=== lfp_mult_rr_arbiter ===
===== src/rtl/lfp_mult_rr_arbiter.sv =====
// Round-robin arbiter sharing one E3M4 log-domain multiplier among NREQ lanes,
// with results tagged by lane id and queued in a 2-entry in-order FIFO.

module lfp_mult_e3m4_fig3 (
  input  logic [7:0] x1,
  input  logic [7:0] x2,
  output logic [8:0] y
);

  logic       v1;
  logic       v2;
  logic       vo;
  logic [7:0] ya;
  logic [3:0] man;

  // v is the log-domain correction bit: clear for mantissas 000x and 1111
  always_comb begin
    v1  = !((x1[3:1] == 3'b000) || (x1[3:0] == 4'hF));
    v2  = !((x2[3:1] == 3'b000) || (x2[3:0] == 4'hF));
    ya  = {1'b0, x1[6:0]} + {1'b0, x2[6:0]} + {7'd0, v1} + {7'd0, v2};
    vo  = !((ya[3:1] == 3'b000) || (ya[3:0] == 4'hF));
    man = ya[3:0] - {3'd0, vo};
    if ((x1[6:4] == 3'd0) || (x2[6:4] == 3'd0)) begin
      y = 9'h000;
    end else begin
      y = {x1[7] ^ x2[7], ya[7:4], man};
    end
  end

endmodule

module lfp_mult_rr_arbiter #(
  parameter int NREQ = 4,
  parameter int IDW  = 2
) (
  input  logic              clk,
  input  logic              rst,
  input  logic [NREQ-1:0]   req_valid,
  input  logic [8*NREQ-1:0] req_x1,
  input  logic [8*NREQ-1:0] req_x2,
  output logic [NREQ-1:0]   req_ready,
  output logic              rsp_valid,
  output logic [8:0]        rsp_y,
  output logic [IDW-1:0]    rsp_id,
  input  logic              rsp_ready
);

  typedef enum logic [1:0] {
    EMPTY = 2'd0,
    HALF  = 2'd1,
    FULL  = 2'd2
  } state_t;

  localparam logic [IDW:0] NREQ_W = (IDW+1)'(NREQ);

  state_t         state;
  logic [IDW-1:0] ptr;
  logic [IDW-1:0] cand;
  logic [IDW-1:0] k_sel;
  logic [IDW-1:0] ptr_next;
  logic [IDW:0]   sum;
  logic [IDW:0]   nxt;
  logic [NREQ-1:0] rot;
  logic [7:0]     sel_x1;
  logic [7:0]     sel_x2;
  logic [8:0]     prod;
  logic [8:0]     tail_y;
  logic [IDW-1:0] tail_id;
  logic           any_valid;
  logic           can_accept;
  logic           push;
  logic           pop;

  // Rotating the valids by ptr turns the wrap-around search into a plain priority encode
  assign rot = NREQ'({req_valid, req_valid} >> ptr);

  always_comb begin
    k_sel = '0;
    for (int k = NREQ - 1; k >= 0; k--) begin
      if (rot[k]) k_sel = IDW'(k);
    end
    sum      = {1'b0, ptr} + {1'b0, k_sel};
    cand     = (sum >= NREQ_W) ? IDW'(sum - NREQ_W) : IDW'(sum);
    nxt      = {1'b0, cand} + (IDW+1)'(1);
    ptr_next = (nxt == NREQ_W) ? '0 : IDW'(nxt);
    sel_x1   = '0;
    sel_x2   = '0;
    for (int k = 0; k < NREQ; k++) begin
      if (cand == IDW'(k)) begin
        sel_x1 = req_x1[8*k +: 8];
        sel_x2 = req_x2[8*k +: 8];
      end
    end
  end

  lfp_mult_e3m4_fig3 u_mult (
    .x1 (sel_x1),
    .x2 (sel_x2),
    .y  (prod)
  );

  assign any_valid  = |req_valid;
  assign rsp_valid  = (state != EMPTY);
  assign can_accept = (state != FULL) || rsp_ready;
  assign push       = !rst && any_valid && can_accept;
  assign pop        = rsp_valid && rsp_ready;
  assign req_ready  = push ? (NREQ'(1) << cand) : '0;

  // rsp_y/rsp_id are the head slot; the tail slot only holds data in FULL
  always_ff @(posedge clk or posedge rst) begin
    if (rst) begin
      state   <= EMPTY;
      ptr     <= '0;
      rsp_y   <= '0;
      rsp_id  <= '0;
      tail_y  <= '0;
      tail_id <= '0;
    end else begin
      if (push) ptr <= ptr_next;
      case (state)
        EMPTY: begin
          if (push) begin
            rsp_y  <= prod;
            rsp_id <= cand;
            state  <= HALF;
          end
        end
        HALF: begin
          if (push && pop) begin
            rsp_y  <= prod;
            rsp_id <= cand;
          end else if (push) begin
            tail_y  <= prod;
            tail_id <= cand;
            state   <= FULL;
          end else if (pop) begin
            state <= EMPTY;
          end
        end
        FULL: begin
          if (pop) begin
            rsp_y  <= tail_y;
            rsp_id <= tail_id;
            if (push) begin
              tail_y  <= prod;
              tail_id <= cand;
            end else begin
              state <= HALF;
            end
          end
        end
        default: state <= EMPTY;
      endcase
    end
  end

endmodule


===== config.mk =====
export PLATFORM = sky130hd
export DESIGN_NAME = lfp_mult_rr_arbiter
export DESIGN_NICKNAME = d
export VERILOG_FILES = /design/src/rtl/lfp_mult_rr_arbiter.sv
export SDC_FILE = /design/constraint.sdc
export NUM_CORES = 1
export LEC_CHECK = 0
export CAP_MARGIN = 10
export CORE_ASPECT_RATIO = 2
export CORE_MARGIN = 4
export CORE_UTILIZATION = 46
export DETAILED_ROUTE_END_ITERATION = 8
export PLACE_DENSITY = 0.84
export SYNTH_ARGS = -nofsm -noshare
export SYNTH_HDL_FRONTEND = slang
export SYNTH_HIERARCHICAL = 1
export SYNTH_SLANG_ARGS = --single-unit

===== constraint.sdc =====
create_clock -name clk -period 6.6 [get_ports clk]
set_input_delay 0.66 -clock clk [delete_from_list [all_inputs] [get_ports clk]]
set_output_delay 0.66 -clock clk [all_outputs]
set_load 0.01 [all_outputs]

Figure 1. Sizing map (lfp_mult_rr_arbiter).
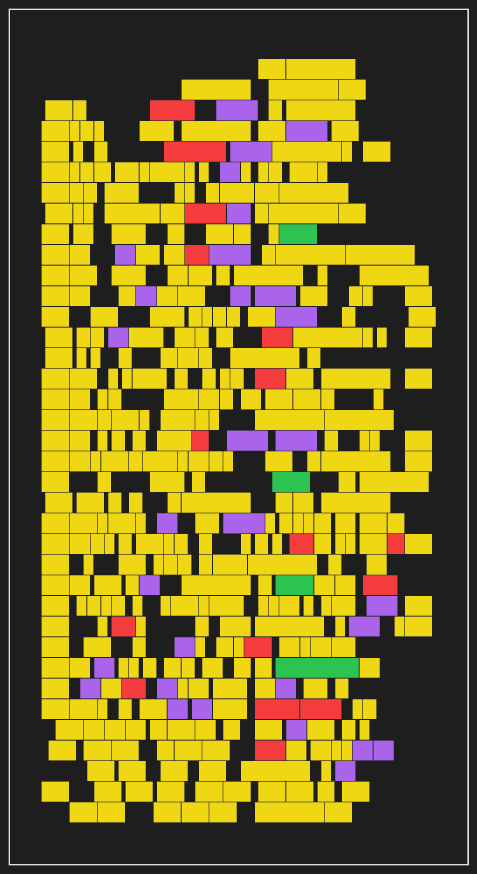
Red marks x2, cells 16. Green marks x6 and larger, cells 4. Yellow marks x1 and smaller, cells 348. Purple marks x3 and x4, cells 30.

Figure 2. Wiring heat map (lfp_mult_rr_arbiter).
12 x 22 tiles, from dark blue (low) to red (high), scaled to the fullest tile. Values are wire area over tile area, all layers added.
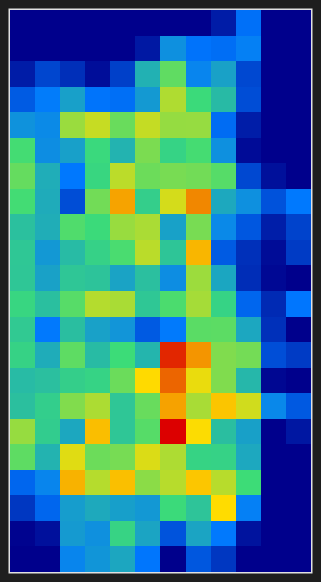
28% of the tiles are over half the peak. 18% of the tiles are nearly empty. The emptiest ninth of the die: north-east. The fullest tile reaches 0.46. The mean over all tiles is 0.16.
Global Route Usage Sum: 0.203
Wirelength per Cell: 14.8 um
final wirelength: 6750 um

==> changes_impl.md <==
### Changed

- Status: complete, no violations
- Max-slew headroom: 0.285
- Setup crit end: rsp_y[2]$_DFFE_PP0P_
- Cells in synth_stat.txt: 307
- Crit-path slowest cell: fa_1
- DP Wirelength: 5610 um
- FF-to-FF End: rsp_y[2]$_DFFE_PP0P_
- Seq share, synth: 0.259
- Ys flops: 26
- Final Cycle Share: 0.937
- Core area: between 0.005 and 0.006 mm2
- M3 GR Usage: 0.0150
- Hold/Removal Path Class: flip-flop to flip-flop
- Antenna Cells: 0
- Mi-comb count: 255
- Post-layout minimum cycle time: slightly above 6 ns
- Worst slack, placed: -0.173 ns
- TritonCTS Buffers: 3
- Max layer used: met4
- RePlAce Congestion: 0.812
- Grt ovf: 0
- Worst slew pin tran: 1.07 ns
- Die Span X: 60.2 um
- Most numerous cell in the Yosys netlist: nor2_1
- Non-filler instance count after layout: 456
- Non-clk buf share: 0.276
- WS Path Type: input pin to flip-flop
- Chip footprint: 0.00678 mm2
- Final Hold Violating Endpoints: 0
- Metal-1 WL: 2380 um
- Top cell excl fill/tap: clkdlybuf4s50_1
- Max-area cell class: logic gates
- RR Startpoint: ptr[0]$_DFFE_PP0N_
- Compound Share, Synth: 0.248
- CP Depth: 30
- Syn avg cell area: 8.18 um2
- FA/HA/MAJ Cells, Area Fraction: 0.116
- RSZ-0062 raised after global routing: no
- Kind of start point of the critical path: input pin
- Final setup viols: 0
- CTS root buf: clkbuf_8
- Synth warnings: 6
- Final clock-cell share: 0.0198
- TNS Setup: 0 ns
- Post-CTS Setup Inserts: 0
- Worst hold stages: 2
- Crit end category: flip-flop
- Largest net degree at the start of global routing: 28
- EDFF count, synth: 0
- Nets@finish: between 400 and 500
- Worst-path clk slew: 0.09 ns
- Wire length on met2: 3900 um
- Met3 wire len: 281 um
- Antenna Nets Post-Route: 0
- Cell area after layout: 0.00361 mm2
- Die height: 112 um
- Area leader, netlist: dfrtp_1
- Comb area share: 0.494
- Synth logic family: AND-OR/OR-AND gates
- Fin util: 0.690
- Post-cts gate resize count: 0
- Yosys top cell area share: 0.259
- Sequential share of cell area: 0.180
- Final Skew: roughly 0.0026 ns

=== data_bus_arbiter_flat ===
Figure 3. Cell placement (data_bus_arbiter_flat).
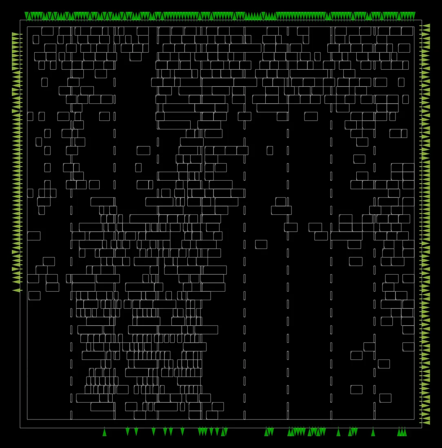
Figure 4. Sequential cells coloured by netlist name (data_bus_arbiter_flat).
The bar under the picture is 50 um long.
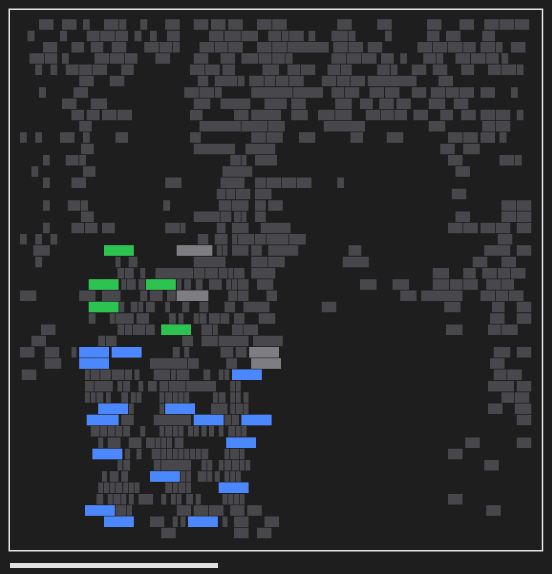
Figure 5. Wiring heat map (data_bus_arbiter_flat).
26 x 26 tiles, from dark blue (low) to red (high), scaled to the fullest tile. Values are wire area over tile area, all layers added.
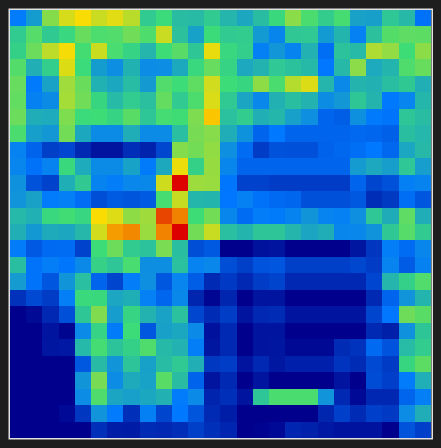
**config.mk**
```make
export PLATFORM = sky130hd
export DESIGN_NAME = data_bus_arbiter_flat
export DESIGN_NICKNAME = d
export VERILOG_FILES = /design/src/rtl/data_bus_arbiter_if.sv /design/src/rtl/data_bus_arbiter.sv /design/src/flat_wrapper.sv
export SDC_FILE = /design/constraint.sdc
export NUM_CORES = 1
export LEC_CHECK = 0
export ABC_AREA = 1
export CORE_AREA = 2 2 126 128
export DETAILED_ROUTE_END_ITERATION = 8
export DIE_AREA = 0 0 128 130
export GPL_ROUTABILITY_DRIVEN = 0
export SYNTH_ARGS = -nofsm -noshare
export SYNTH_HDL_FRONTEND = slang
export SYNTH_SLANG_ARGS = --single-unit
```
**constraint.sdc**
```tcl
create_clock -name clk -period 1.65 [get_ports clk]
set_input_delay 0.33 -clock clk [delete_from_list [all_inputs] [get_ports clk]]
set_output_delay 0.33 -clock clk [all_outputs]
set_load 0.005 [all_outputs]
```
**src/rtl/data_bus_arbiter_if.sv**
```systemverilog
// Per-master request/response bundle for data_bus_arbiter.
// Signals:
//   req      master -> arbiter  transaction request
//   lock     master -> arbiter  hold the grant across following cycles (CPU only)
//   addr     master -> arbiter  address
//   wdata    master -> arbiter  write data
//   wenable  master -> arbiter  byte write enables, all zero means read
//   gnt      arbiter -> master  transaction accepted this cycle
//   rvalid   arbiter -> master  read data valid
//   rdata    arbiter -> master  read data
// Modports ending in _nl are for a master without a lock input.
interface data_bus_arbiter_if #(
    parameter int unsigned ADDR_W = 32,
    parameter int unsigned DATA_W = 32
);
    localparam int unsigned BE_W = DATA_W / 8;

    logic              req;
    logic              lock;
    logic [ADDR_W-1:0] addr;
    logic [DATA_W-1:0] wdata;
    logic [BE_W-1:0]   wenable;
    logic              gnt;
    logic              rvalid;
    logic [DATA_W-1:0] rdata;

    modport master   (output req, lock, addr, wdata, wenable, input  gnt, rvalid, rdata);
    modport slave    (input  req, lock, addr, wdata, wenable, output gnt, rvalid, rdata);
    modport master_nl(output req, addr, wdata, wenable,       input  gnt, rvalid, rdata);
    modport slave_nl (input  req, addr, wdata, wenable,       output gnt, rvalid, rdata);
endinterface

```
**src/rtl/data_bus_arbiter.sv**
```systemverilog
// Two-master, one-slave round-robin arbiter for the shared data-RAM/MMIO port.
// Master 0 (CPU) may lock the port for atomic read-modify-write; the lock is
// forcibly released after LOCK_MAX consecutive CPU grants.
// Ports:
//   clk, rst_n     clock, synchronous active-low reset
//   m0             CPU port (with lock)
//   m1             secondary master port (no lock)
//   s_addr/s_wdata/s_wenable/s_ren  slave request, driven by the granted master
//   s_rdata        slave read data, valid one cycle after s_ren
//   conflict_cnt   saturating count of cycles in which a requester was refused
module data_bus_arbiter #(
    parameter int unsigned ADDR_W   = 32,
    parameter int unsigned DATA_W   = 32,
    parameter int unsigned LOCK_MAX = 16,
    parameter int unsigned CNT_W    = 16
) (
    input  logic                  clk,
    input  logic                  rst_n,
    data_bus_arbiter_if.slave     m0,
    data_bus_arbiter_if.slave_nl  m1,
    output logic [ADDR_W-1:0]     s_addr,
    output logic [DATA_W-1:0]     s_wdata,
    output logic [DATA_W/8-1:0]   s_wenable,
    output logic                  s_ren,
    input  logic [DATA_W-1:0]     s_rdata,
    output logic [CNT_W-1:0]      conflict_cnt
);
    localparam int unsigned BE_W   = DATA_W / 8;
    localparam int unsigned LCNT_W = $clog2(LOCK_MAX) + 1;
    // Locked-cycle count at which the lock is dropped; the locking grant itself
    // precedes the locked cycles, so LOCK_MAX grants in total.
    localparam int unsigned REL_AT = (LOCK_MAX > 1) ? (LOCK_MAX - 2) : 0;

    typedef enum logic {
        ST_OPEN   = 1'b0,
        ST_LOCKED = 1'b1
    } state_t;

    state_t            state_q, state_d;
    logic              last_gnt_q, last_gnt_d;   // 1: master 1 was granted last
    logic [LCNT_W-1:0] lock_cnt_q, lock_cnt_d;
    logic              gnt0_c, gnt1_c;
    logic              rd0_c, rd1_c;
    logic              conflict_c;

    // State register and registered outputs
    always_ff @(posedge clk) begin
        if (!rst_n) begin
            state_q      <= ST_OPEN;
            last_gnt_q   <= 1'b1;
            lock_cnt_q   <= '0;
            conflict_cnt <= '0;
            m0.rvalid    <= 1'b0;
            m1.rvalid    <= 1'b0;
        end else begin
            state_q    <= state_d;
            last_gnt_q <= last_gnt_d;
            lock_cnt_q <= lock_cnt_d;
            m0.rvalid  <= rd0_c;
            m1.rvalid  <= rd1_c;
            if (conflict_c && (conflict_cnt != {CNT_W{1'b1}})) begin
                conflict_cnt <= conflict_cnt + CNT_W'(1);
            end
        end
    end

    // Grant decision, lock tracking and round-robin pointer
    always_comb begin
        state_d    = state_q;
        last_gnt_d = last_gnt_q;
        lock_cnt_d = lock_cnt_q;
        gnt0_c     = 1'b0;
        gnt1_c     = 1'b0;

        if (rst_n) begin
            case (state_q)
                ST_LOCKED: gnt0_c = m0.req;
                default: begin
                    if (m0.req && m1.req) begin
                        gnt0_c = last_gnt_q;
                        gnt1_c = !last_gnt_q;
                    end else begin
                        gnt0_c = m0.req;
                        gnt1_c = m1.req;
                    end
                end
            endcase
        end

        if (gnt0_c) begin
            last_gnt_d = 1'b0;
        end else if (gnt1_c) begin
            last_gnt_d = 1'b1;
        end

        case (state_q)
            ST_LOCKED: begin
                if (lock_cnt_q == LCNT_W'(REL_AT)) begin
                    // Forced release hands the next contention to master 1
                    state_d    = ST_OPEN;
                    lock_cnt_d = '0;
                    last_gnt_d = 1'b0;
                end else if (gnt0_c && !m0.lock) begin
                    state_d    = ST_OPEN;
                    lock_cnt_d = '0;
                end else begin
                    lock_cnt_d = lock_cnt_q + LCNT_W'(1);
                end
            end
            default: begin
                if (gnt0_c && m0.lock) begin
                    state_d    = ST_LOCKED;
                    lock_cnt_d = '0;
                end
            end
        endcase
    end

    // Slave port mux, read tracking and contention detect
    always_comb begin
        s_addr    = '0;
        s_wdata   = '0;
        s_wenable = '0;
        if (gnt0_c) begin
            s_addr    = m0.addr;
            s_wdata   = m0.wdata;
            s_wenable = m0.wenable;
        end else if (gnt1_c) begin
            s_addr    = m1.addr;
            s_wdata   = m1.wdata;
            s_wenable = m1.wenable;
        end
        rd0_c      = gnt0_c && (m0.wenable == BE_W'(0));
        rd1_c      = gnt1_c && (m1.wenable == BE_W'(0));
        s_ren      = rd0_c || rd1_c;
        conflict_c = (m0.req && !gnt0_c) || (m1.req && !gnt1_c);
    end

    assign m0.gnt   = gnt0_c;
    assign m1.gnt   = gnt1_c;
    assign m0.rdata = s_rdata;
    assign m1.rdata = s_rdata;
endmodule

```
**src/flat_wrapper.sv**
```systemverilog
// flat-port wrapper written by rule: the top's interface ports become plain ports
module data_bus_arbiter_flat 
#(
    parameter int unsigned ADDR_W   = 32,
    parameter int unsigned DATA_W   = 32,
    parameter int unsigned LOCK_MAX = 16,
    parameter int unsigned CNT_W    = 16
)
  (clk, rst_n, s_addr, s_wdata, s_wenable, s_ren, s_rdata, conflict_cnt, m0_req, m0_lock, m0_addr, m0_wdata, m0_wenable, m0_gnt, m0_rvalid, m0_rdata, m1_req, m1_addr, m1_wdata, m1_wenable, m1_gnt, m1_rvalid, m1_rdata);
  data_bus_arbiter_if #(.ADDR_W(ADDR_W), .DATA_W(DATA_W)) m0_i ();
  data_bus_arbiter_if #(.ADDR_W(ADDR_W), .DATA_W(DATA_W)) m1_i ();
  input  logic clk;
  input  logic rst_n;
  output logic [ADDR_W-1:0] s_addr;
  output logic [DATA_W-1:0] s_wdata;
  output logic [DATA_W/8-1:0] s_wenable;
  output logic s_ren;
  input  logic [DATA_W-1:0] s_rdata;
  output logic [CNT_W-1:0] conflict_cnt;
  input wire logic [$bits(m0_i.req)-1:0] m0_req;
  input wire logic [$bits(m0_i.lock)-1:0] m0_lock;
  input wire logic [$bits(m0_i.addr)-1:0] m0_addr;
  input wire logic [$bits(m0_i.wdata)-1:0] m0_wdata;
  input wire logic [$bits(m0_i.wenable)-1:0] m0_wenable;
  output wire logic [$bits(m0_i.gnt)-1:0] m0_gnt;
  output wire logic [$bits(m0_i.rvalid)-1:0] m0_rvalid;
  output wire logic [$bits(m0_i.rdata)-1:0] m0_rdata;
  input wire logic [$bits(m1_i.req)-1:0] m1_req;
  input wire logic [$bits(m1_i.addr)-1:0] m1_addr;
  input wire logic [$bits(m1_i.wdata)-1:0] m1_wdata;
  input wire logic [$bits(m1_i.wenable)-1:0] m1_wenable;
  output wire logic [$bits(m1_i.gnt)-1:0] m1_gnt;
  output wire logic [$bits(m1_i.rvalid)-1:0] m1_rvalid;
  output wire logic [$bits(m1_i.rdata)-1:0] m1_rdata;
  assign m0_i.req = m0_req;
  assign m0_i.lock = m0_lock;
  assign m0_i.addr = m0_addr;
  assign m0_i.wdata = m0_wdata;
  assign m0_i.wenable = m0_wenable;
  assign m0_gnt = m0_i.gnt;
  assign m0_rvalid = m0_i.rvalid;
  assign m0_rdata = m0_i.rdata;
  assign m1_i.req = m1_req;
  assign m1_i.addr = m1_addr;
  assign m1_i.wdata = m1_wdata;
  assign m1_i.wenable = m1_wenable;
  assign m1_gnt = m1_i.gnt;
  assign m1_rvalid = m1_i.rvalid;
  assign m1_rdata = m1_i.rdata;
  data_bus_arbiter #(.ADDR_W(ADDR_W), .DATA_W(DATA_W), .LOCK_MAX(LOCK_MAX), .CNT_W(CNT_W)) u_core (.clk(clk), .rst_n(rst_n), .m0(m0_i), .m1(m1_i), .s_addr(s_addr), .s_wdata(s_wdata), .s_wenable(s_wenable), .s_ren(s_ren), .s_rdata(s_rdata), .conflict_cnt(conflict_cnt));
endmodule
```
==> changes_impl.md <==
### Changed

- Status: finished, violations left
- Failing checks: setup timing
- Global Route Usage Sum: 0.210
- CTS Hold Bufs: 0
- Area leader, netlist: a22o_1
- Clock power frac: 0.229
- Critical Path AT: around 1.6 ns
- Met3 wire len: approximately 3200 um
- Mi-comb count: 243
- Worst slack, placed: -0.940 ns
- Max Cap Viol: 0
- Mux area share: 0
- Max FO, Critical Path: 7
- Met2 Use GR: 0.251
- Total tool warning count: 29
- Yosys top cell area share: 0.211
- CTS tree: done
- CP required: 1.32 ns
- Comb area share: 0.303
- Synth top area cells: a22o_1, buf_4, dfxtp_1
- EDFF count, synth: 0
- Max-area cell class: buffers
- Max-slew headroom: 0.795
- Worst-path clk slew: 0.06 ns
- Non-CTS inverters: 31
- Worst slew pin tran: 0.307 ns
- Clk latency of the worst-skew pair: ~0.26 ns
- Compound Share, Synth: 0.263
- Met1 usage: 0.300
- Max Slew Vio Count: 0
- Nets@finish: 767
- Final setup viols: about 70
- Simple-Gate Area Share: 0.237
- Seq cells: 25
- Top Layout Cells: clkdlybuf4s50_1, a22o_1, nand2_1
- Metal-1 WL: 8590 um
- Final worst setup slack: -0.291 ns
- Syn Std Cell Area: between 0.002 and 0.003 mm2
- Leakage power: around 2.3 nW
- Via count: 3609
- Reg2reg path depth: 10
- Multi-input combinational cell area: between 0.0015 and 0.002 mm2
Notes on Figure 3 above:
Core Rows: 46
fin util: 0.353
non-filler instance count after layout: 782
filler cell count: 1589
Well Taps: 192

Notes on Figure 4 above:
Blue marks u_core.conflict_cnt, sequential cells 16, where south-west. Green marks u_core.lock_cnt_q, sequential cells 5, where west.

Notes on Figure 5 above:
The fullest tile reaches 0.67. 17% of the tiles are over half the peak. 9.8% of the tiles are nearly empty.


=== fifo_rr_drain ===
Figure 6. Sizing map (fifo_rr_drain).
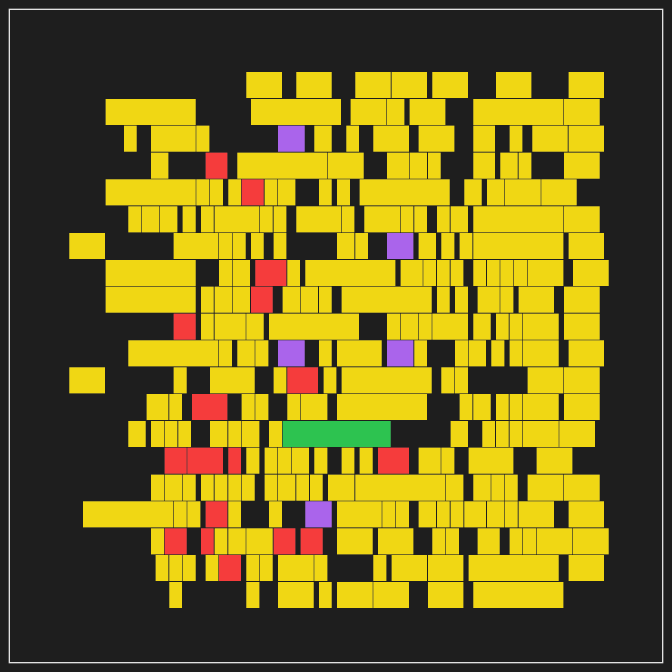
Figure 7. Sequential cells coloured by netlist name (fifo_rr_drain).
The bar under the picture is 20 um long.
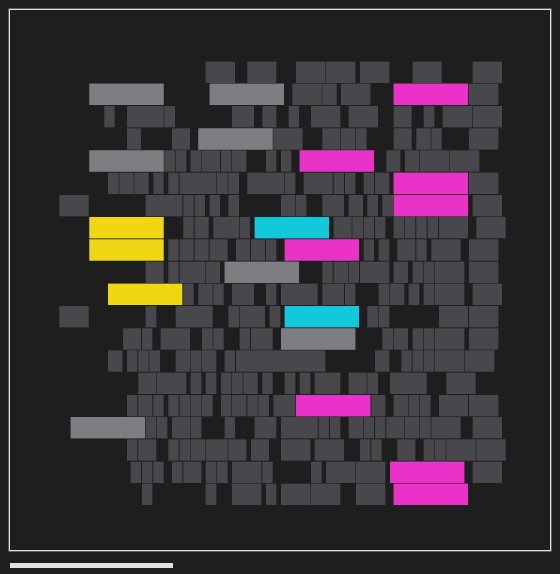
$ cat src/rtl/fifo_rr_drain.sv
// Round-robin drain of NUM_Q registered-output FIFOs onto one valid/ready channel, up to BURST words per grant.
// Latency: push-to-out_valid 3 cycles from idle ARB; 3 cycles per word within a burst, +1 cycle between grants.
// Backpressure: out_ready low holds the word in OUT; no further pops until the handshake.
module fifo_rr_drain #(
    parameter int WIDTH       = 8,
    parameter int NUM_Q       = 4,
    parameter int ID_WIDTH    = 2,
    parameter int BURST       = 4,
    parameter int BURST_WIDTH = 3
) (
    input  logic                   clk,
    input  logic                   rst,
    input  logic                   en,
    input  logic [NUM_Q-1:0]       fifo_empty,
    input  logic [NUM_Q*WIDTH-1:0] fifo_q,
    output logic [NUM_Q-1:0]       fifo_pop,
    output logic                   out_valid,
    input  logic                   out_ready,
    output logic [WIDTH-1:0]       out_data,
    output logic [ID_WIDTH-1:0]    out_src,
    output logic                   busy
);

    typedef enum logic [1:0] {S_ARB, S_SETTLE, S_CAPTURE, S_OUT} state_t;

    localparam logic [ID_WIDTH:0]      NQ        = (ID_WIDTH+1)'(NUM_Q);
    localparam logic [ID_WIDTH-1:0]    LAST_Q    = ID_WIDTH'(NUM_Q-1);
    localparam logic [BURST_WIDTH-1:0] BURST_LIM = BURST_WIDTH'(BURST);

    state_t                 state;
    logic [ID_WIDTH-1:0]    grant;
    logic [ID_WIDTH-1:0]    rr_ptr;
    logic [BURST_WIDTH-1:0] burst_cnt;
    logic [ID_WIDTH-1:0]    pick;
    logic                   pick_vld;
    logic [ID_WIDTH:0]      wrap_idx;
    logic [WIDTH-1:0]       q_arr [NUM_Q];

    for (genvar i = 0; i < NUM_Q; i++) begin : g_q
        assign q_arr[i] = fifo_q[i*WIDTH +: WIDTH];
    end

    // Walk offsets from far to near so the nearest non-empty queue after rr_ptr wins.
    always_comb begin
        pick     = rr_ptr;
        pick_vld = 1'b0;
        wrap_idx = '0;
        for (int k = NUM_Q-1; k >= 0; k--) begin
            wrap_idx = {1'b0, rr_ptr} + (ID_WIDTH+1)'(k);
            if (wrap_idx >= NQ) begin
                wrap_idx = wrap_idx - NQ;
            end
            if (!fifo_empty[wrap_idx[ID_WIDTH-1:0]]) begin
                pick     = wrap_idx[ID_WIDTH-1:0];
                pick_vld = 1'b1;
            end
        end
    end

    always_comb begin
        fifo_pop = '0;
        if (state == S_CAPTURE) begin
            fifo_pop[grant] = 1'b1;
        end
    end

    assign busy = (state != S_ARB);

    always_ff @(posedge clk or negedge rst) begin
        if (!rst) begin
            state     <= S_ARB;
            grant     <= '0;
            rr_ptr    <= '0;
            burst_cnt <= '0;
            out_valid <= 1'b0;
            out_data  <= '0;
            out_src   <= '0;
        end else begin
            case (state)
                S_ARB: begin
                    if (en && pick_vld) begin
                        grant     <= pick;
                        burst_cnt <= '0;
                        state     <= S_SETTLE;
                    end
                end
                // q follows the head one cycle after a pointer move; wait it out.
                S_SETTLE: state <= S_CAPTURE;
                S_CAPTURE: begin
                    out_data  <= q_arr[grant];
                    out_src   <= grant;
                    out_valid <= 1'b1;
                    burst_cnt <= burst_cnt + 1'b1;
                    state     <= S_OUT;
                end
                S_OUT: begin
                    if (out_ready) begin
                        out_valid <= 1'b0;
                        if (en && !fifo_empty[grant] && (burst_cnt < BURST_LIM)) begin
                            state <= S_SETTLE;
                        end else begin
                            rr_ptr <= (grant == LAST_Q) ? '0 : grant + 1'b1;
                            state  <= S_ARB;
                        end
                    end
                end
                default: state <= S_ARB;
            endcase
        end
    end

endmodule

$ cat config.mk
export PLATFORM = sky130hd
export DESIGN_NAME = fifo_rr_drain
export DESIGN_NICKNAME = d
export VERILOG_FILES = /design/src/rtl/fifo_rr_drain.sv
export SDC_FILE = /design/constraint.sdc
export NUM_CORES = 1
export LEC_CHECK = 0
export ABC_AREA = 1
export CAP_MARGIN = 20
export CORE_MARGIN = 5
export CORE_UTILIZATION = 47
export DETAILED_ROUTE_END_ITERATION = 8
export PLACE_DENSITY = 0.87
export SYNTH_ARGS = -nofsm -noshare
export SYNTH_HDL_FRONTEND = slang
export SYNTH_SLANG_ARGS = --single-unit
$ cat constraint.sdc
create_clock -name clk -period 3.4 [get_ports clk]
set_input_delay 0.34 -clock clk [delete_from_list [all_inputs] [get_ports clk]]
set_output_delay 0.34 -clock clk [all_outputs]
set_load 0.005 [all_outputs]
==> changes_impl.md <==
### Changed

- Status: complete, no violations
- DRC: 0
- Max FO, Critical Path: 17
- Most crowded layer after global routing: met2
- TritonCTS Buffers: 3
- Non-clk buf share: 0.269
- Nets@finish: 322
- Clock power frac: 0.124
- Non-CTS inverters: 22
- Vias in the first global route: 1425
- Register with the most flip-flops: out_data
- Fmax: 0.416 GHz
- Seq pwr share: 0.273
- Worst hold stages: 2
- Global Route Usage Sum: 0.185
- Hold Path End: out_src[0]$_DFFE_PN0P_
- Leakage power: 1.01 nW
- Async SR Flop Fraction: 1.00
- Via count: 1553
- Post-CTS Setup Inserts: 0
- Crit-path slowest cell: ha_1
- Synth warnings: 0
- Clk latency of the worst-skew pair: 0.32 ns
- VDD IR max: 0.388 mV
- Seq share, synth: 0.338
- Antenna Nets Post-Route: 0
- Hold/Removal Path Class: flip-flop to flip-flop
- Wire length on met2: roughly 1700 um
- Worst slew pin tran: 0.923 ns
- CP top delay family: buffers and inverters
- Number of flip-flops in the largest register: 8
- FF-to-FF End: burst_cnt[2]$_DFFE_PN0P_
- Synth Instances: 222
- Max Cap Viol: 0
- Final Cycle Share: 0.707
- Die Span X: roughly 66 um
- Met1 usage: 0.248
- Antenna violations before repair: 0
- P_comb: approximately 0.001 W
- Synth top area cells: dfrtp_1, nor2_1, nand2_1
- Most numerous cell in the Yosys netlist: nor2_1
- Multi-input combinational cell area: ~840 um2
- Max layer used: met4
- H-tree depth: 1
- Largest regs: out_data: 8 flops, burst_cnt: 3 flops
- CTS tree: done
- Share of cells above drive strength 1: 0.0842
- Max-slew headroom: 0.383
- Well Taps: between 40 and 50
- Power Density: approximately 780 mW/mm2
- RR Startpoint: rr_ptr[0]$_DFFE_PN0P_
- Most common library cells after synthesis: nor2_1, nand2_1, o21ai_0, dfrtp_1, inv_1
- Final Hold Violating Endpoints: 0
About Figure 6:
Purple marks x3 and x4, cells 5. Yellow marks x1 and smaller, cells 250. Red marks x2, cells 17. Green marks x6 and larger, cells 1.

About Figure 7:
Magenta marks out_data, sequential cells 8. Yellow marks burst_cnt, sequential cells 3. Cyan marks grant, sequential cells 2.
sequential power: 0.000445 W
sequential share of cell area: 0.238
fin util: 0.694
register area: 500 um2


=== hazard_sequencer ===
Figure 8. Sequential cells coloured by netlist name (hazard_sequencer).
The bar under the picture is 20 um long.
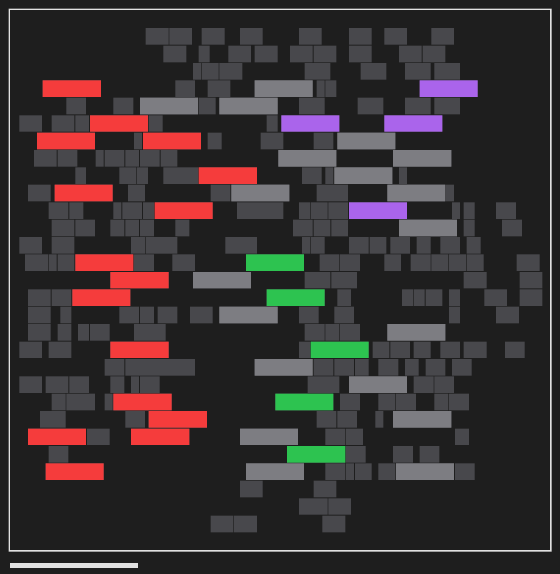
`src/rtl/hazard_sequencer.sv`:
```
// Hazard controller for a 5-stage LEGv8 pipeline: operand forwarding, load-use
// stalls, taken-branch IF/ID flush and the architectural NZCV flag register.
module hazard_sequencer #(
    parameter int REG_W    = 5,
    parameter int ZERO_REG = 31
) (
    input  logic             clk,
    input  logic             reset,
    input  logic             id_valid,
    input  logic [REG_W-1:0] id_rn,
    input  logic [REG_W-1:0] id_rm,
    input  logic             id_uses_rn,
    input  logic             id_uses_rm,
    input  logic [REG_W-1:0] id_rd,
    input  logic             id_regwrite,
    input  logic             id_read_en,
    input  logic             id_flagset,
    input  logic             id_was_branch,
    input  logic             id_br_taken,
    input  logic             id_is_blt,
    input  logic [3:0]       ex_flags,
    output logic [1:0]       fwd_a,
    output logic [1:0]       fwd_b,
    output logic [3:0]       flags_out,
    output logic             pc_en,
    output logic             ifid_en,
    output logic             ex_bubble,
    output logic             flush_ifid,
    output logic [15:0]      stall_count
);

    localparam logic [REG_W-1:0] ZERO_IDX = REG_W'(ZERO_REG);

    // Shadow copy of the in-flight instructions; MEM/WB only need what forwarding reads.
    logic             ex_valid_q, ex_rw_q, ex_load_q, ex_flagset_q;
    logic [REG_W-1:0] ex_rd_q;
    logic             mem_valid_q, mem_rw_q;
    logic [REG_W-1:0] mem_rd_q;
    logic             wb_valid_q, wb_rw_q;
    logic [REG_W-1:0] wb_rd_q;
    logic [3:0]       flags_q;
    logic             flush_ifid_q;
    logic [15:0]      stall_count_q;

    logic ex_hit_a, ex_hit_b, mem_hit_a, mem_hit_b, wb_hit_a, wb_hit_b;
    logic stall, flush_d, ex_valid_d;

    function automatic logic hit(input logic v, input logic rw, input logic [REG_W-1:0] rd,
                                 input logic [REG_W-1:0] r, input logic uses);
        return v & rw & (rd == r) & (r != ZERO_IDX) & uses;
    endfunction

    always_comb begin
        ex_hit_a  = hit(ex_valid_q,  ex_rw_q,  ex_rd_q,  id_rn, id_uses_rn);
        ex_hit_b  = hit(ex_valid_q,  ex_rw_q,  ex_rd_q,  id_rm, id_uses_rm);
        mem_hit_a = hit(mem_valid_q, mem_rw_q, mem_rd_q, id_rn, id_uses_rn);
        mem_hit_b = hit(mem_valid_q, mem_rw_q, mem_rd_q, id_rm, id_uses_rm);
        wb_hit_a  = hit(wb_valid_q,  wb_rw_q,  wb_rd_q,  id_rn, id_uses_rn);
        wb_hit_b  = hit(wb_valid_q,  wb_rw_q,  wb_rd_q,  id_rm, id_uses_rm);

        stall      = id_valid & ex_valid_q & ex_load_q & (ex_hit_a | ex_hit_b);
        flush_d    = id_valid & id_was_branch & id_br_taken & ~stall;
        ex_valid_d = id_valid & ~stall & ~flush_ifid_q;

        // Nearest producer wins; a load in EX cannot forward yet, the stall covers it.
        fwd_a = 2'b00;
        if (ex_hit_a && !ex_load_q) fwd_a = 2'b01;
        else if (mem_hit_a)         fwd_a = 2'b10;
        else if (wb_hit_a)          fwd_a = 2'b11;

        fwd_b = 2'b00;
        if (ex_hit_b && !ex_load_q) fwd_b = 2'b01;
        else if (mem_hit_b)         fwd_b = 2'b10;
        else if (wb_hit_b)          fwd_b = 2'b11;

        flags_out = (id_is_blt && ex_valid_q && ex_flagset_q) ? ex_flags : flags_q;
    end

    assign pc_en       = ~stall;
    assign ifid_en     = ~stall;
    assign ex_bubble   = stall;
    assign flush_ifid  = flush_ifid_q;
    assign stall_count = stall_count_q;

    always_ff @(posedge clk or posedge reset) begin
        if (reset) begin
            ex_valid_q    <= 1'b0;
            ex_rw_q       <= 1'b0;
            ex_load_q     <= 1'b0;
            ex_flagset_q  <= 1'b0;
            ex_rd_q       <= '0;
            mem_valid_q   <= 1'b0;
            mem_rw_q      <= 1'b0;
            mem_rd_q      <= '0;
            wb_valid_q    <= 1'b0;
            wb_rw_q       <= 1'b0;
            wb_rd_q       <= '0;
            flags_q       <= 4'b0000;
            flush_ifid_q  <= 1'b0;
            stall_count_q <= 16'h0000;
        end else begin
            wb_valid_q   <= mem_valid_q;
            wb_rw_q      <= mem_rw_q;
            wb_rd_q      <= mem_rd_q;
            mem_valid_q  <= ex_valid_q;
            mem_rw_q     <= ex_rw_q;
            mem_rd_q     <= ex_rd_q;
            ex_valid_q   <= ex_valid_d;
            ex_rw_q      <= id_regwrite;
            ex_load_q    <= id_read_en;
            ex_flagset_q <= id_flagset;
            ex_rd_q      <= id_rd;
            if (ex_valid_q && ex_flagset_q) flags_q <= ex_flags;
            flush_ifid_q <= flush_d;
            if (stall && stall_count_q != 16'hFFFF) stall_count_q <= stall_count_q + 16'h0001;
        end
    end

endmodule

```
`config.mk`:
```
export PLATFORM = sky130hd
export DESIGN_NAME = hazard_sequencer
export DESIGN_NICKNAME = d
export VERILOG_FILES = /design/src/rtl/hazard_sequencer.sv
export SDC_FILE = /design/constraint.sdc
export NUM_CORES = 1
export LEC_CHECK = 0
export CAP_MARGIN = 15
export CORE_UTILIZATION = 30
export CTS_CLUSTER_DIAMETER = 200
export DETAILED_ROUTE_END_ITERATION = 6
export PLACE_DENSITY = 0.56
export SYNTH_ARGS = -nofsm -noshare
export SYNTH_HDL_FRONTEND = slang
export SYNTH_SLANG_ARGS = --single-unit
export TNS_END_PERCENT = 30
```
`constraint.sdc`:
```
create_clock -name clk -period 2.8 [get_ports clk]
set_clock_uncertainty 0.05 [all_clocks]
set_input_delay 0.28 -clock clk [delete_from_list [all_inputs] [get_ports clk]]
set_output_delay 0.28 -clock clk [all_outputs]
set_load 0.02 [all_outputs]
```
==> changes_impl.md <==
### Changed

- Well Taps: 77
- Leakage power: 1.24 nW
- Area leader, netlist: dfrtp_1
- Max FO, Critical Path: 4
- First-pass GRT wire length: between 7000 and 8000 um
- Crit end category: primary output
- Global Route Usage Sum: 0.139
- Power Density: 464 mW/mm2
- Hold Path End: wb_valid_q$_DFF_PP0_
- Non-clk buf share: 0.235
- Critical Path AT: 2.38 ns
- Vias in the first global route: 1582
- Top cell excl fill/tap: clkdlybuf4s50_1
- R2R setup slack: about 0.56 ns
- Mux area share: 0.0498
- Worst path buffer plus inverter count: 2
- P_comb: 0.000190 W
- M3 GR Usage: 0.0433
- Final hold slack: 0.329 ns
- Metal-1 WL: 2160 um
- Grt ovf: 0
- CTS tree: done
- Max-area cell class: registers
- Slowest stage delay, CP: around 0.53 ns
- Top Consumer: sequential cells
- Top Layout Cells: clkdlybuf4s50_1, dfrtp_1, xnor2_1
- Simple-Gate Area Share: 0.179
- DRC: 4
- XOR/XNOR Area Share: 0.194
- Failing checks: DRC
- Placement Cell Area: 0.00282 mm2
- Core Rows: 29
- Final Cycle Share: 0.969
- CP top delay family: simple AND/OR/NAND/NOR gates
- TNS Setup: 0 ns
- DP Wirelength: 3410 um
- Final clock-cell share: 0.0382
- Synth cell types: 29
- Core area: 0.00646 mm2
- Syn avg cell area: between 10 and 15 um2
- RSZ-0062 raised after global routing: no
- Final setup viols: 0
- Status: finished, violations left
- Via count: 1496
- Layout area overhead: 43.3%
- Io pins: 58
- RePlAce Congestion: 0.757
- Syn nets: 200
- Init Core Util: 0.315
- Ys flop type: dfrtp_1
- Met1 usage: 0.187
- Synth warnings: 0
- Synth top area cells: dfrtp_1, xnor2_1, mux2_2
- Hold/Removal Path Class: flip-flop to flip-flop
- Post-CTS Setup Inserts: 0
- Max Cap Viol: 0
- Non-CTS inverters: 2
- Non-filler instance count after layout: between 300 and 400
- Clock group: about 0.00048 W
Notes on Figure 8 above:
Purple marks flags_q, sequential cells 4. Red marks stall_count, sequential cells 16. Green marks mem_rd_q, sequential cells 5.
Another 19 sequential cells are not coloured.
sequential power: 0.000685 W
fin util: 0.452
register area: 0.00110 mm2
sequential share of cell area: 0.377


=== operand_fetch_flat ===
Figure 9. Clock wires, drivers and flops (operand_fetch_flat).
The bar under the picture is 20 um long.
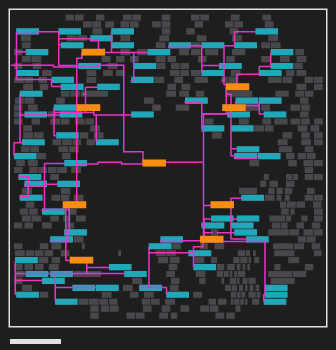
Figure 10. Wiring heat map (operand_fetch_flat).
25 x 25 tiles, from dark blue (low) to red (high), scaled to the fullest tile. Values are wire area over tile area, all layers added.
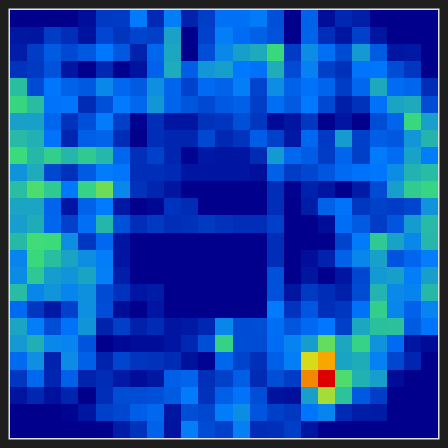
Figure 11. Sizing map (operand_fetch_flat).
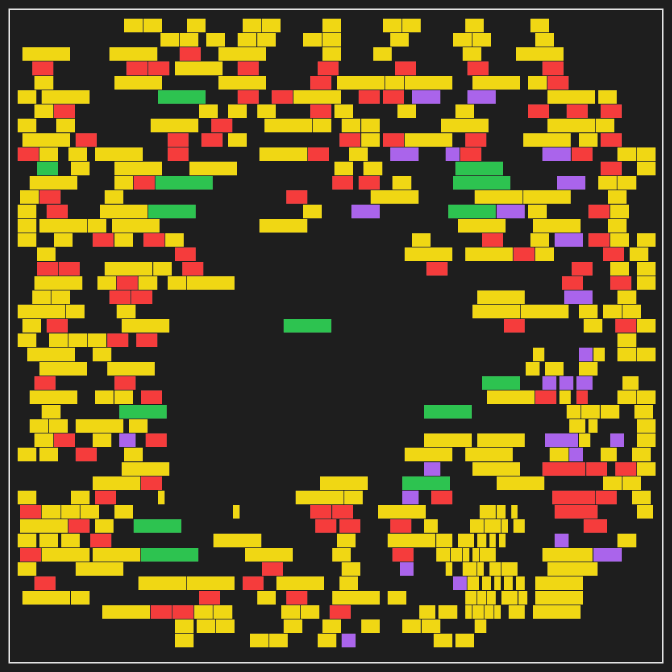
--- src/rtl/operand_fetch_pkg.sv ---
// Shared constants and output-register state encoding for the LC-3 operand fetch stage.
// Optional build macro: BYPASS_EN (writeback-to-operand forwarding).
package operand_fetch_pkg;

    localparam int OF_DW   = 16;
    localparam int OF_NREG = 8;
    localparam int OF_AW   = 3;

    typedef enum logic {
        EMPTY = 1'b0,
        FULL  = 1'b1
    } out_state_e;

endpackage

--- src/rtl/operand_fetch_if.sv ---
// Decode/register-file/writeback/execute signal bundle around the operand fetch stage.
// The stage uses the slave modport; the surrounding pipeline uses master.
interface operand_fetch_if
    import operand_fetch_pkg::*;
#(
    parameter int DW = OF_DW
);
    logic                flush;
    logic                in_valid;
    logic                in_ready;
    logic [OF_AW-1:0]    in_sr1;
    logic [OF_AW-1:0]    in_sr2;
    logic [OF_AW-1:0]    in_dr;
    logic                in_use1;
    logic                in_use2;
    logic                in_wr;
    logic [15:0]         in_npc;
    logic [15:0]         in_ir;
    logic [OF_AW-1:0]    rf_sr1;
    logic [OF_AW-1:0]    rf_sr2;
    logic [DW-1:0]       rf_d1;
    logic [DW-1:0]       rf_d2;
    logic                wb_valid;
    logic [OF_AW-1:0]    wb_dr;
    logic [DW-1:0]       wb_data;
    logic                out_valid;
    logic                out_ready;
    logic [DW-1:0]       out_vsr1;
    logic [DW-1:0]       out_vsr2;
    logic [OF_AW-1:0]    out_dr;
    logic                out_wr;
    logic [15:0]         out_npc;
    logic [15:0]         out_ir;

    modport slave (
        input  flush, in_valid, in_sr1, in_sr2, in_dr, in_use1, in_use2, in_wr,
        input  in_npc, in_ir, rf_d1, rf_d2, wb_valid, wb_dr, wb_data, out_ready,
        output in_ready, rf_sr1, rf_sr2, out_valid, out_vsr1, out_vsr2,
        output out_dr, out_wr, out_npc, out_ir
    );

    modport master (
        output flush, in_valid, in_sr1, in_sr2, in_dr, in_use1, in_use2, in_wr,
        output in_npc, in_ir, rf_d1, rf_d2, wb_valid, wb_dr, wb_data, out_ready,
        input  in_ready, rf_sr1, rf_sr2, out_valid, out_vsr1, out_vsr2,
        input  out_dr, out_wr, out_npc, out_ir
    );

endinterface

--- src/rtl/operand_scoreboard.sv ---
// Per-register in-flight write tracking with RAW/WAW hazard lookup.
// With BYPASS_EN a retiring write satisfies a hazard in its own cycle.
module operand_scoreboard
    import operand_fetch_pkg::*;
#(
    parameter int NREG = OF_NREG
) (
    input  logic             clock,
    input  logic             reset,
    input  logic [OF_AW-1:0] sr1,
    input  logic [OF_AW-1:0] sr2,
    input  logic [OF_AW-1:0] dr,
    input  logic             use1,
    input  logic             use2,
    input  logic             wr,
    input  logic             wb_valid,
    input  logic [OF_AW-1:0] wb_dr,
    input  logic             set_en,
    input  logic             kill_en,
    input  logic [OF_AW-1:0] kill_dr,
    output logic             hit1,
    output logic             hit2,
    output logic             hazard,
    output logic [NREG-1:0]  pend
);

    logic            waw_free;
    logic            raw;
    logic            waw;
    logic [NREG-1:0] pend_next;

    always_comb begin
`ifdef BYPASS_EN
        hit1     = wb_valid && (wb_dr == sr1) && pend[sr1];
        hit2     = wb_valid && (wb_dr == sr2) && pend[sr2];
        waw_free = wb_valid && (wb_dr == dr);
`else
        hit1     = 1'b0;
        hit2     = 1'b0;
        waw_free = 1'b0;
`endif
        raw    = (use1 && pend[sr1] && !hit1) || (use2 && pend[sr2] && !hit2);
        waw    = wr && pend[dr] && !waw_free;
        hazard = raw || waw;
    end

    // Clears (writeback, flushed entry) take effect before the accept-side set,
    // so a same-register clear and set leaves the bit pending.
    always_comb begin
        pend_next = pend;
        for (int unsigned i = 0; i < NREG; i++) begin
            if ((wb_valid && (wb_dr == OF_AW'(i))) || (kill_en && (kill_dr == OF_AW'(i))))
                pend_next[i] = 1'b0;
            if (set_en && (dr == OF_AW'(i)))
                pend_next[i] = 1'b1;
        end
    end

    always_ff @(posedge clock or negedge reset) begin
        if (!reset)
            pend <= '0;
        else
            pend <= pend_next;
    end

endmodule

--- src/rtl/operand_fetch.sv ---
// LC-3 register-read stage: scoreboard-gated accept and a single output pipeline register.
// Optional build macro: BYPASS_EN (forward writeback data into operand capture).
module operand_fetch
    import operand_fetch_pkg::*;
#(
    parameter int DW   = OF_DW,
    parameter int NREG = OF_NREG
) (
    input  logic            clock,
    input  logic            reset,
    operand_fetch_if.slave  bus
);

    out_state_e       state;
    logic [DW-1:0]    vsr1_q;
    logic [DW-1:0]    vsr2_q;
    logic [OF_AW-1:0] dr_q;
    logic             wr_q;
    logic [15:0]      npc_q;
    logic [15:0]      ir_q;

    logic             hit1;
    logic             hit2;
    logic             hazard;
    logic             accept;
    logic             kill_en;
    logic [NREG-1:0]  pend;

    operand_scoreboard #(
        .NREG (NREG)
    ) u_sb (
        .clock    (clock),
        .reset    (reset),
        .sr1      (bus.in_sr1),
        .sr2      (bus.in_sr2),
        .dr       (bus.in_dr),
        .use1     (bus.in_use1),
        .use2     (bus.in_use2),
        .wr       (bus.in_wr),
        .wb_valid (bus.wb_valid),
        .wb_dr    (bus.wb_dr),
        .set_en   (accept && bus.in_wr),
        .kill_en  (kill_en),
        .kill_dr  (dr_q),
        .hit1     (hit1),
        .hit2     (hit2),
        .hazard   (hazard),
        .pend     (pend)
    );

    assign bus.in_ready = !hazard && !bus.flush && ((state == EMPTY) || bus.out_ready);
    assign accept       = bus.in_valid && bus.in_ready;
    assign kill_en      = bus.flush && (state == FULL) && wr_q;

    assign bus.rf_sr1 = bus.in_sr1;
    assign bus.rf_sr2 = bus.in_sr2;

    // accept already implies the register is free or draining this cycle,
    // so field capture is independent of the state transition.
    always_ff @(posedge clock or negedge reset) begin
        if (!reset) begin
            state  <= EMPTY;
            vsr1_q <= '0;
            vsr2_q <= '0;
            dr_q   <= '0;
            wr_q   <= 1'b0;
            npc_q  <= '0;
            ir_q   <= '0;
        end else begin
            case (state)
                EMPTY: if (accept) state <= FULL;
                FULL: begin
                    if (bus.flush)
                        state <= EMPTY;
                    else if (bus.out_ready && !accept)
                        state <= EMPTY;
                end
                default: state <= EMPTY;
            endcase
            if (accept) begin
                vsr1_q <= hit1 ? bus.wb_data : bus.rf_d1;
                vsr2_q <= hit2 ? bus.wb_data : bus.rf_d2;
                dr_q   <= bus.in_dr;
                wr_q   <= bus.in_wr;
                npc_q  <= bus.in_npc;
                ir_q   <= bus.in_ir;
            end
        end
    end

    assign bus.out_valid = (state == FULL);
    assign bus.out_vsr1  = vsr1_q;
    assign bus.out_vsr2  = vsr2_q;
    assign bus.out_dr    = dr_q;
    assign bus.out_wr    = wr_q;
    assign bus.out_npc   = npc_q;
    assign bus.out_ir    = ir_q;

endmodule

--- src/flat_wrapper.sv ---
// flat-port wrapper written by rule: the top's interface ports become plain ports
module operand_fetch_flat import operand_fetch_pkg::*;
#(
    parameter int DW   = OF_DW,
    parameter int NREG = OF_NREG
)
  (clock, reset, bus_flush, bus_in_valid, bus_in_sr1, bus_in_sr2, bus_in_dr, bus_in_use1, bus_in_use2, bus_in_wr, bus_in_npc, bus_in_ir, bus_rf_d1, bus_rf_d2, bus_wb_valid, bus_wb_dr, bus_wb_data, bus_out_ready, bus_in_ready, bus_rf_sr1, bus_rf_sr2, bus_out_valid, bus_out_vsr1, bus_out_vsr2, bus_out_dr, bus_out_wr, bus_out_npc, bus_out_ir);
  operand_fetch_if #(.DW(DW)) bus_i ();
  input  logic clock;
  input  logic reset;
  input wire logic [$bits(bus_i.flush)-1:0] bus_flush;
  input wire logic [$bits(bus_i.in_valid)-1:0] bus_in_valid;
  input wire logic [$bits(bus_i.in_sr1)-1:0] bus_in_sr1;
  input wire logic [$bits(bus_i.in_sr2)-1:0] bus_in_sr2;
  input wire logic [$bits(bus_i.in_dr)-1:0] bus_in_dr;
  input wire logic [$bits(bus_i.in_use1)-1:0] bus_in_use1;
  input wire logic [$bits(bus_i.in_use2)-1:0] bus_in_use2;
  input wire logic [$bits(bus_i.in_wr)-1:0] bus_in_wr;
  input wire logic [$bits(bus_i.in_npc)-1:0] bus_in_npc;
  input wire logic [$bits(bus_i.in_ir)-1:0] bus_in_ir;
  input wire logic [$bits(bus_i.rf_d1)-1:0] bus_rf_d1;
  input wire logic [$bits(bus_i.rf_d2)-1:0] bus_rf_d2;
  input wire logic [$bits(bus_i.wb_valid)-1:0] bus_wb_valid;
  input wire logic [$bits(bus_i.wb_dr)-1:0] bus_wb_dr;
  input wire logic [$bits(bus_i.wb_data)-1:0] bus_wb_data;
  input wire logic [$bits(bus_i.out_ready)-1:0] bus_out_ready;
  output wire logic [$bits(bus_i.in_ready)-1:0] bus_in_ready;
  output wire logic [$bits(bus_i.rf_sr1)-1:0] bus_rf_sr1;
  output wire logic [$bits(bus_i.rf_sr2)-1:0] bus_rf_sr2;
  output wire logic [$bits(bus_i.out_valid)-1:0] bus_out_valid;
  output wire logic [$bits(bus_i.out_vsr1)-1:0] bus_out_vsr1;
  output wire logic [$bits(bus_i.out_vsr2)-1:0] bus_out_vsr2;
  output wire logic [$bits(bus_i.out_dr)-1:0] bus_out_dr;
  output wire logic [$bits(bus_i.out_wr)-1:0] bus_out_wr;
  output wire logic [$bits(bus_i.out_npc)-1:0] bus_out_npc;
  output wire logic [$bits(bus_i.out_ir)-1:0] bus_out_ir;
  assign bus_i.flush = bus_flush;
  assign bus_i.in_valid = bus_in_valid;
  assign bus_i.in_sr1 = bus_in_sr1;
  assign bus_i.in_sr2 = bus_in_sr2;
  assign bus_i.in_dr = bus_in_dr;
  assign bus_i.in_use1 = bus_in_use1;
  assign bus_i.in_use2 = bus_in_use2;
  assign bus_i.in_wr = bus_in_wr;
  assign bus_i.in_npc = bus_in_npc;
  assign bus_i.in_ir = bus_in_ir;
  assign bus_i.rf_d1 = bus_rf_d1;
  assign bus_i.rf_d2 = bus_rf_d2;
  assign bus_i.wb_valid = bus_wb_valid;
  assign bus_i.wb_dr = bus_wb_dr;
  assign bus_i.wb_data = bus_wb_data;
  assign bus_i.out_ready = bus_out_ready;
  assign bus_in_ready = bus_i.in_ready;
  assign bus_rf_sr1 = bus_i.rf_sr1;
  assign bus_rf_sr2 = bus_i.rf_sr2;
  assign bus_out_valid = bus_i.out_valid;
  assign bus_out_vsr1 = bus_i.out_vsr1;
  assign bus_out_vsr2 = bus_i.out_vsr2;
  assign bus_out_dr = bus_i.out_dr;
  assign bus_out_wr = bus_i.out_wr;
  assign bus_out_npc = bus_i.out_npc;
  assign bus_out_ir = bus_i.out_ir;
  operand_fetch #(.DW(DW), .NREG(NREG)) u_core (.clock(clock), .reset(reset), .bus(bus_i));
endmodule
--- config.mk ---
export PLATFORM = sky130hd
export DESIGN_NAME = operand_fetch_flat
export DESIGN_NICKNAME = d
export VERILOG_FILES = /design/src/rtl/operand_fetch_pkg.sv /design/src/rtl/operand_fetch_if.sv /design/src/rtl/operand_scoreboard.sv /design/src/rtl/operand_fetch.sv /design/src/flat_wrapper.sv
export SDC_FILE = /design/constraint.sdc
export NUM_CORES = 1
export LEC_CHECK = 0
export CORE_UTILIZATION = 25
export DETAILED_ROUTE_END_ITERATION = 8
export HOLD_SLACK_MARGIN = 0.03
export PLACE_DENSITY = 0.54
export SLEW_MARGIN = 20
export SYNTH_ARGS = -nofsm -noshare
export SYNTH_HDL_FRONTEND = slang
export SYNTH_HIERARCHICAL = 1
export SYNTH_SLANG_ARGS = --single-unit
--- constraint.sdc ---
create_clock -name clock -period 4.7 [get_ports clock]
set_input_delay 1.41 -clock clock [delete_from_list [all_inputs] [get_ports clock]]
set_output_delay 1.41 -clock clock [all_outputs]
set_load 0.005 [all_outputs]
==> changes_impl.md <==
### Changed

- Status: complete, no violations
- RePlAce Congestion: 0.905
- Final clock-cell share: 0.0581
- CTS tree: done
- Core Rows: 44
- Placed insts: 607
- CP Depth: 8
- Pre-Repair DR Iteration Count: 4
- Met3 wire len: 1060 um
- Antenna Cells: 0
- Seq pwr share: 0.371
- RSZ-0062 raised after global routing: no
- FF-to-FF End: u_core/bus.out_dr[2]$_DFFE_PN0P_
- Global Route Usage Sum: 0.132
- Total chip power: 0.00272 W
- Io pins: 177
- Synth warnings: 6
- Comb area share: 0.275
- CP required: approximately 3.3 ns
- Worst path buffer plus inverter count: 2
- Net Sw Frac: 0.248
- Crit path launch: bus_in_sr1[1]
- EDFF count, synth: 0
- Non-CTS inverters: 3
- Critical-path cell list: clkdlybuf4s15_2 > mux4_2 > mux2_2 > a22oi_2 > o21ai_1 > nor2_2 > and2_4 > dlygate4sd2_1
- Crit end category: primary output
- TNS Setup: 0 ns
- Filler cell count: 1385
- Share of cells above drive strength 1: 0.314
- Hold Path End: u_core/bus.out_npc[3]$_DFFE_PN0P_
- TritonCTS Buffers: 9
- Crit-path slowest cell: mux4_2
- YS chip area: 0.00372 mm2
- IO Port Bufs: 176
- Final setup viols: 0
- Post-layout minimum cycle time: 4.55 ns
- First-pass GRT wire length: 15200 um
- 1st-iter DRT viols: around 85
- Via count: 2794
- Max Cap Viol: 0
- Switching pwr: 0.000674 W
- Placement Cell Area: 0.00564 mm2
- P_comb: 0.000908 W
- DRC: 0
- Chip footprint: ~0.015 mm2
- Post-CTS Setup Inserts: 1
- Clock buffer count: 9
- Antenna Nets Post-Route: 0
- Worst slack, placed: -0.601 ns
- WS Path Type: input pin to primary output
- Sink Count: 77
- Hold/Removal Path Class: flip-flop to flip-flop
- Worst-path clk slew: 0.06 ns
- CP top delay family: multiplexers
- Non-clk buf share: 0.306
- Setup crit end: bus_in_ready
- Clock Tree Buf Depth: 2
- XOR/XNOR Area Share: 0
- Seq cells: 77
- M3 GR Usage: 0.0531
## Picture notes: Figure 9
Cyan marks flip-flops, count 77. Magenta marks clock wires, length 1130 um. Orange marks clock-net drivers, count 9.
There are 10 routed clock nets.

## Picture notes: Figure 10
The emptiest ninth of the die: centre. 18% of the tiles are nearly empty. The mean over all tiles is 0.11.

## Picture notes: Figure 11
Yellow marks x1 and smaller, cells 302. Red marks x2, cells 99. Green marks x6 and larger, cells 14. Purple marks x3 and x4, cells 25.
Layout area overhead: 61.5%
final worst setup slack: 0.149 ns
cell area after layout: 0.00601 mm2
Non-CTS buffers: 185



==> notes/layouts.md <==
Pictures saved along the way, in no particular order.

Clock wires, drivers and flops.
panel A
The bar under the picture is 50 um long.
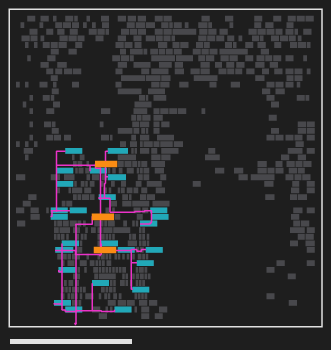
panel B
The bar under the picture is 20 um long.
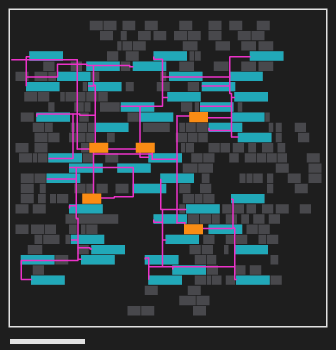
panel C
The bar under the picture is 20 um long.
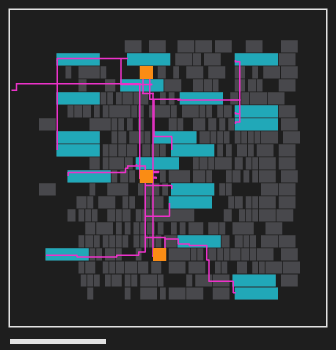
panel D
The bar under the picture is 20 um long.
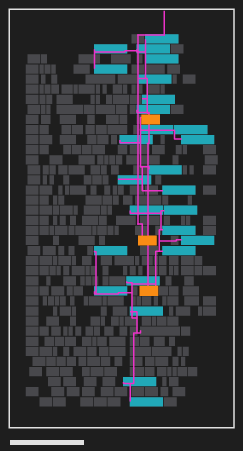
For hazard_sequencer, see panel B.
For fifo_rr_drain, see panel C.
For lfp_mult_rr_arbiter, see panel D.
For data_bus_arbiter_flat, see panel A.
- largest die: panel A
- smallest die: panel C

Key to panel B:
Cyan marks flip-flops, count 44. Orange marks clock-net drivers, count 5. Magenta marks clock wires, length 556 um.
Position of the flops: widely spread.

Power is estimated from default activity; no workload was simulated.
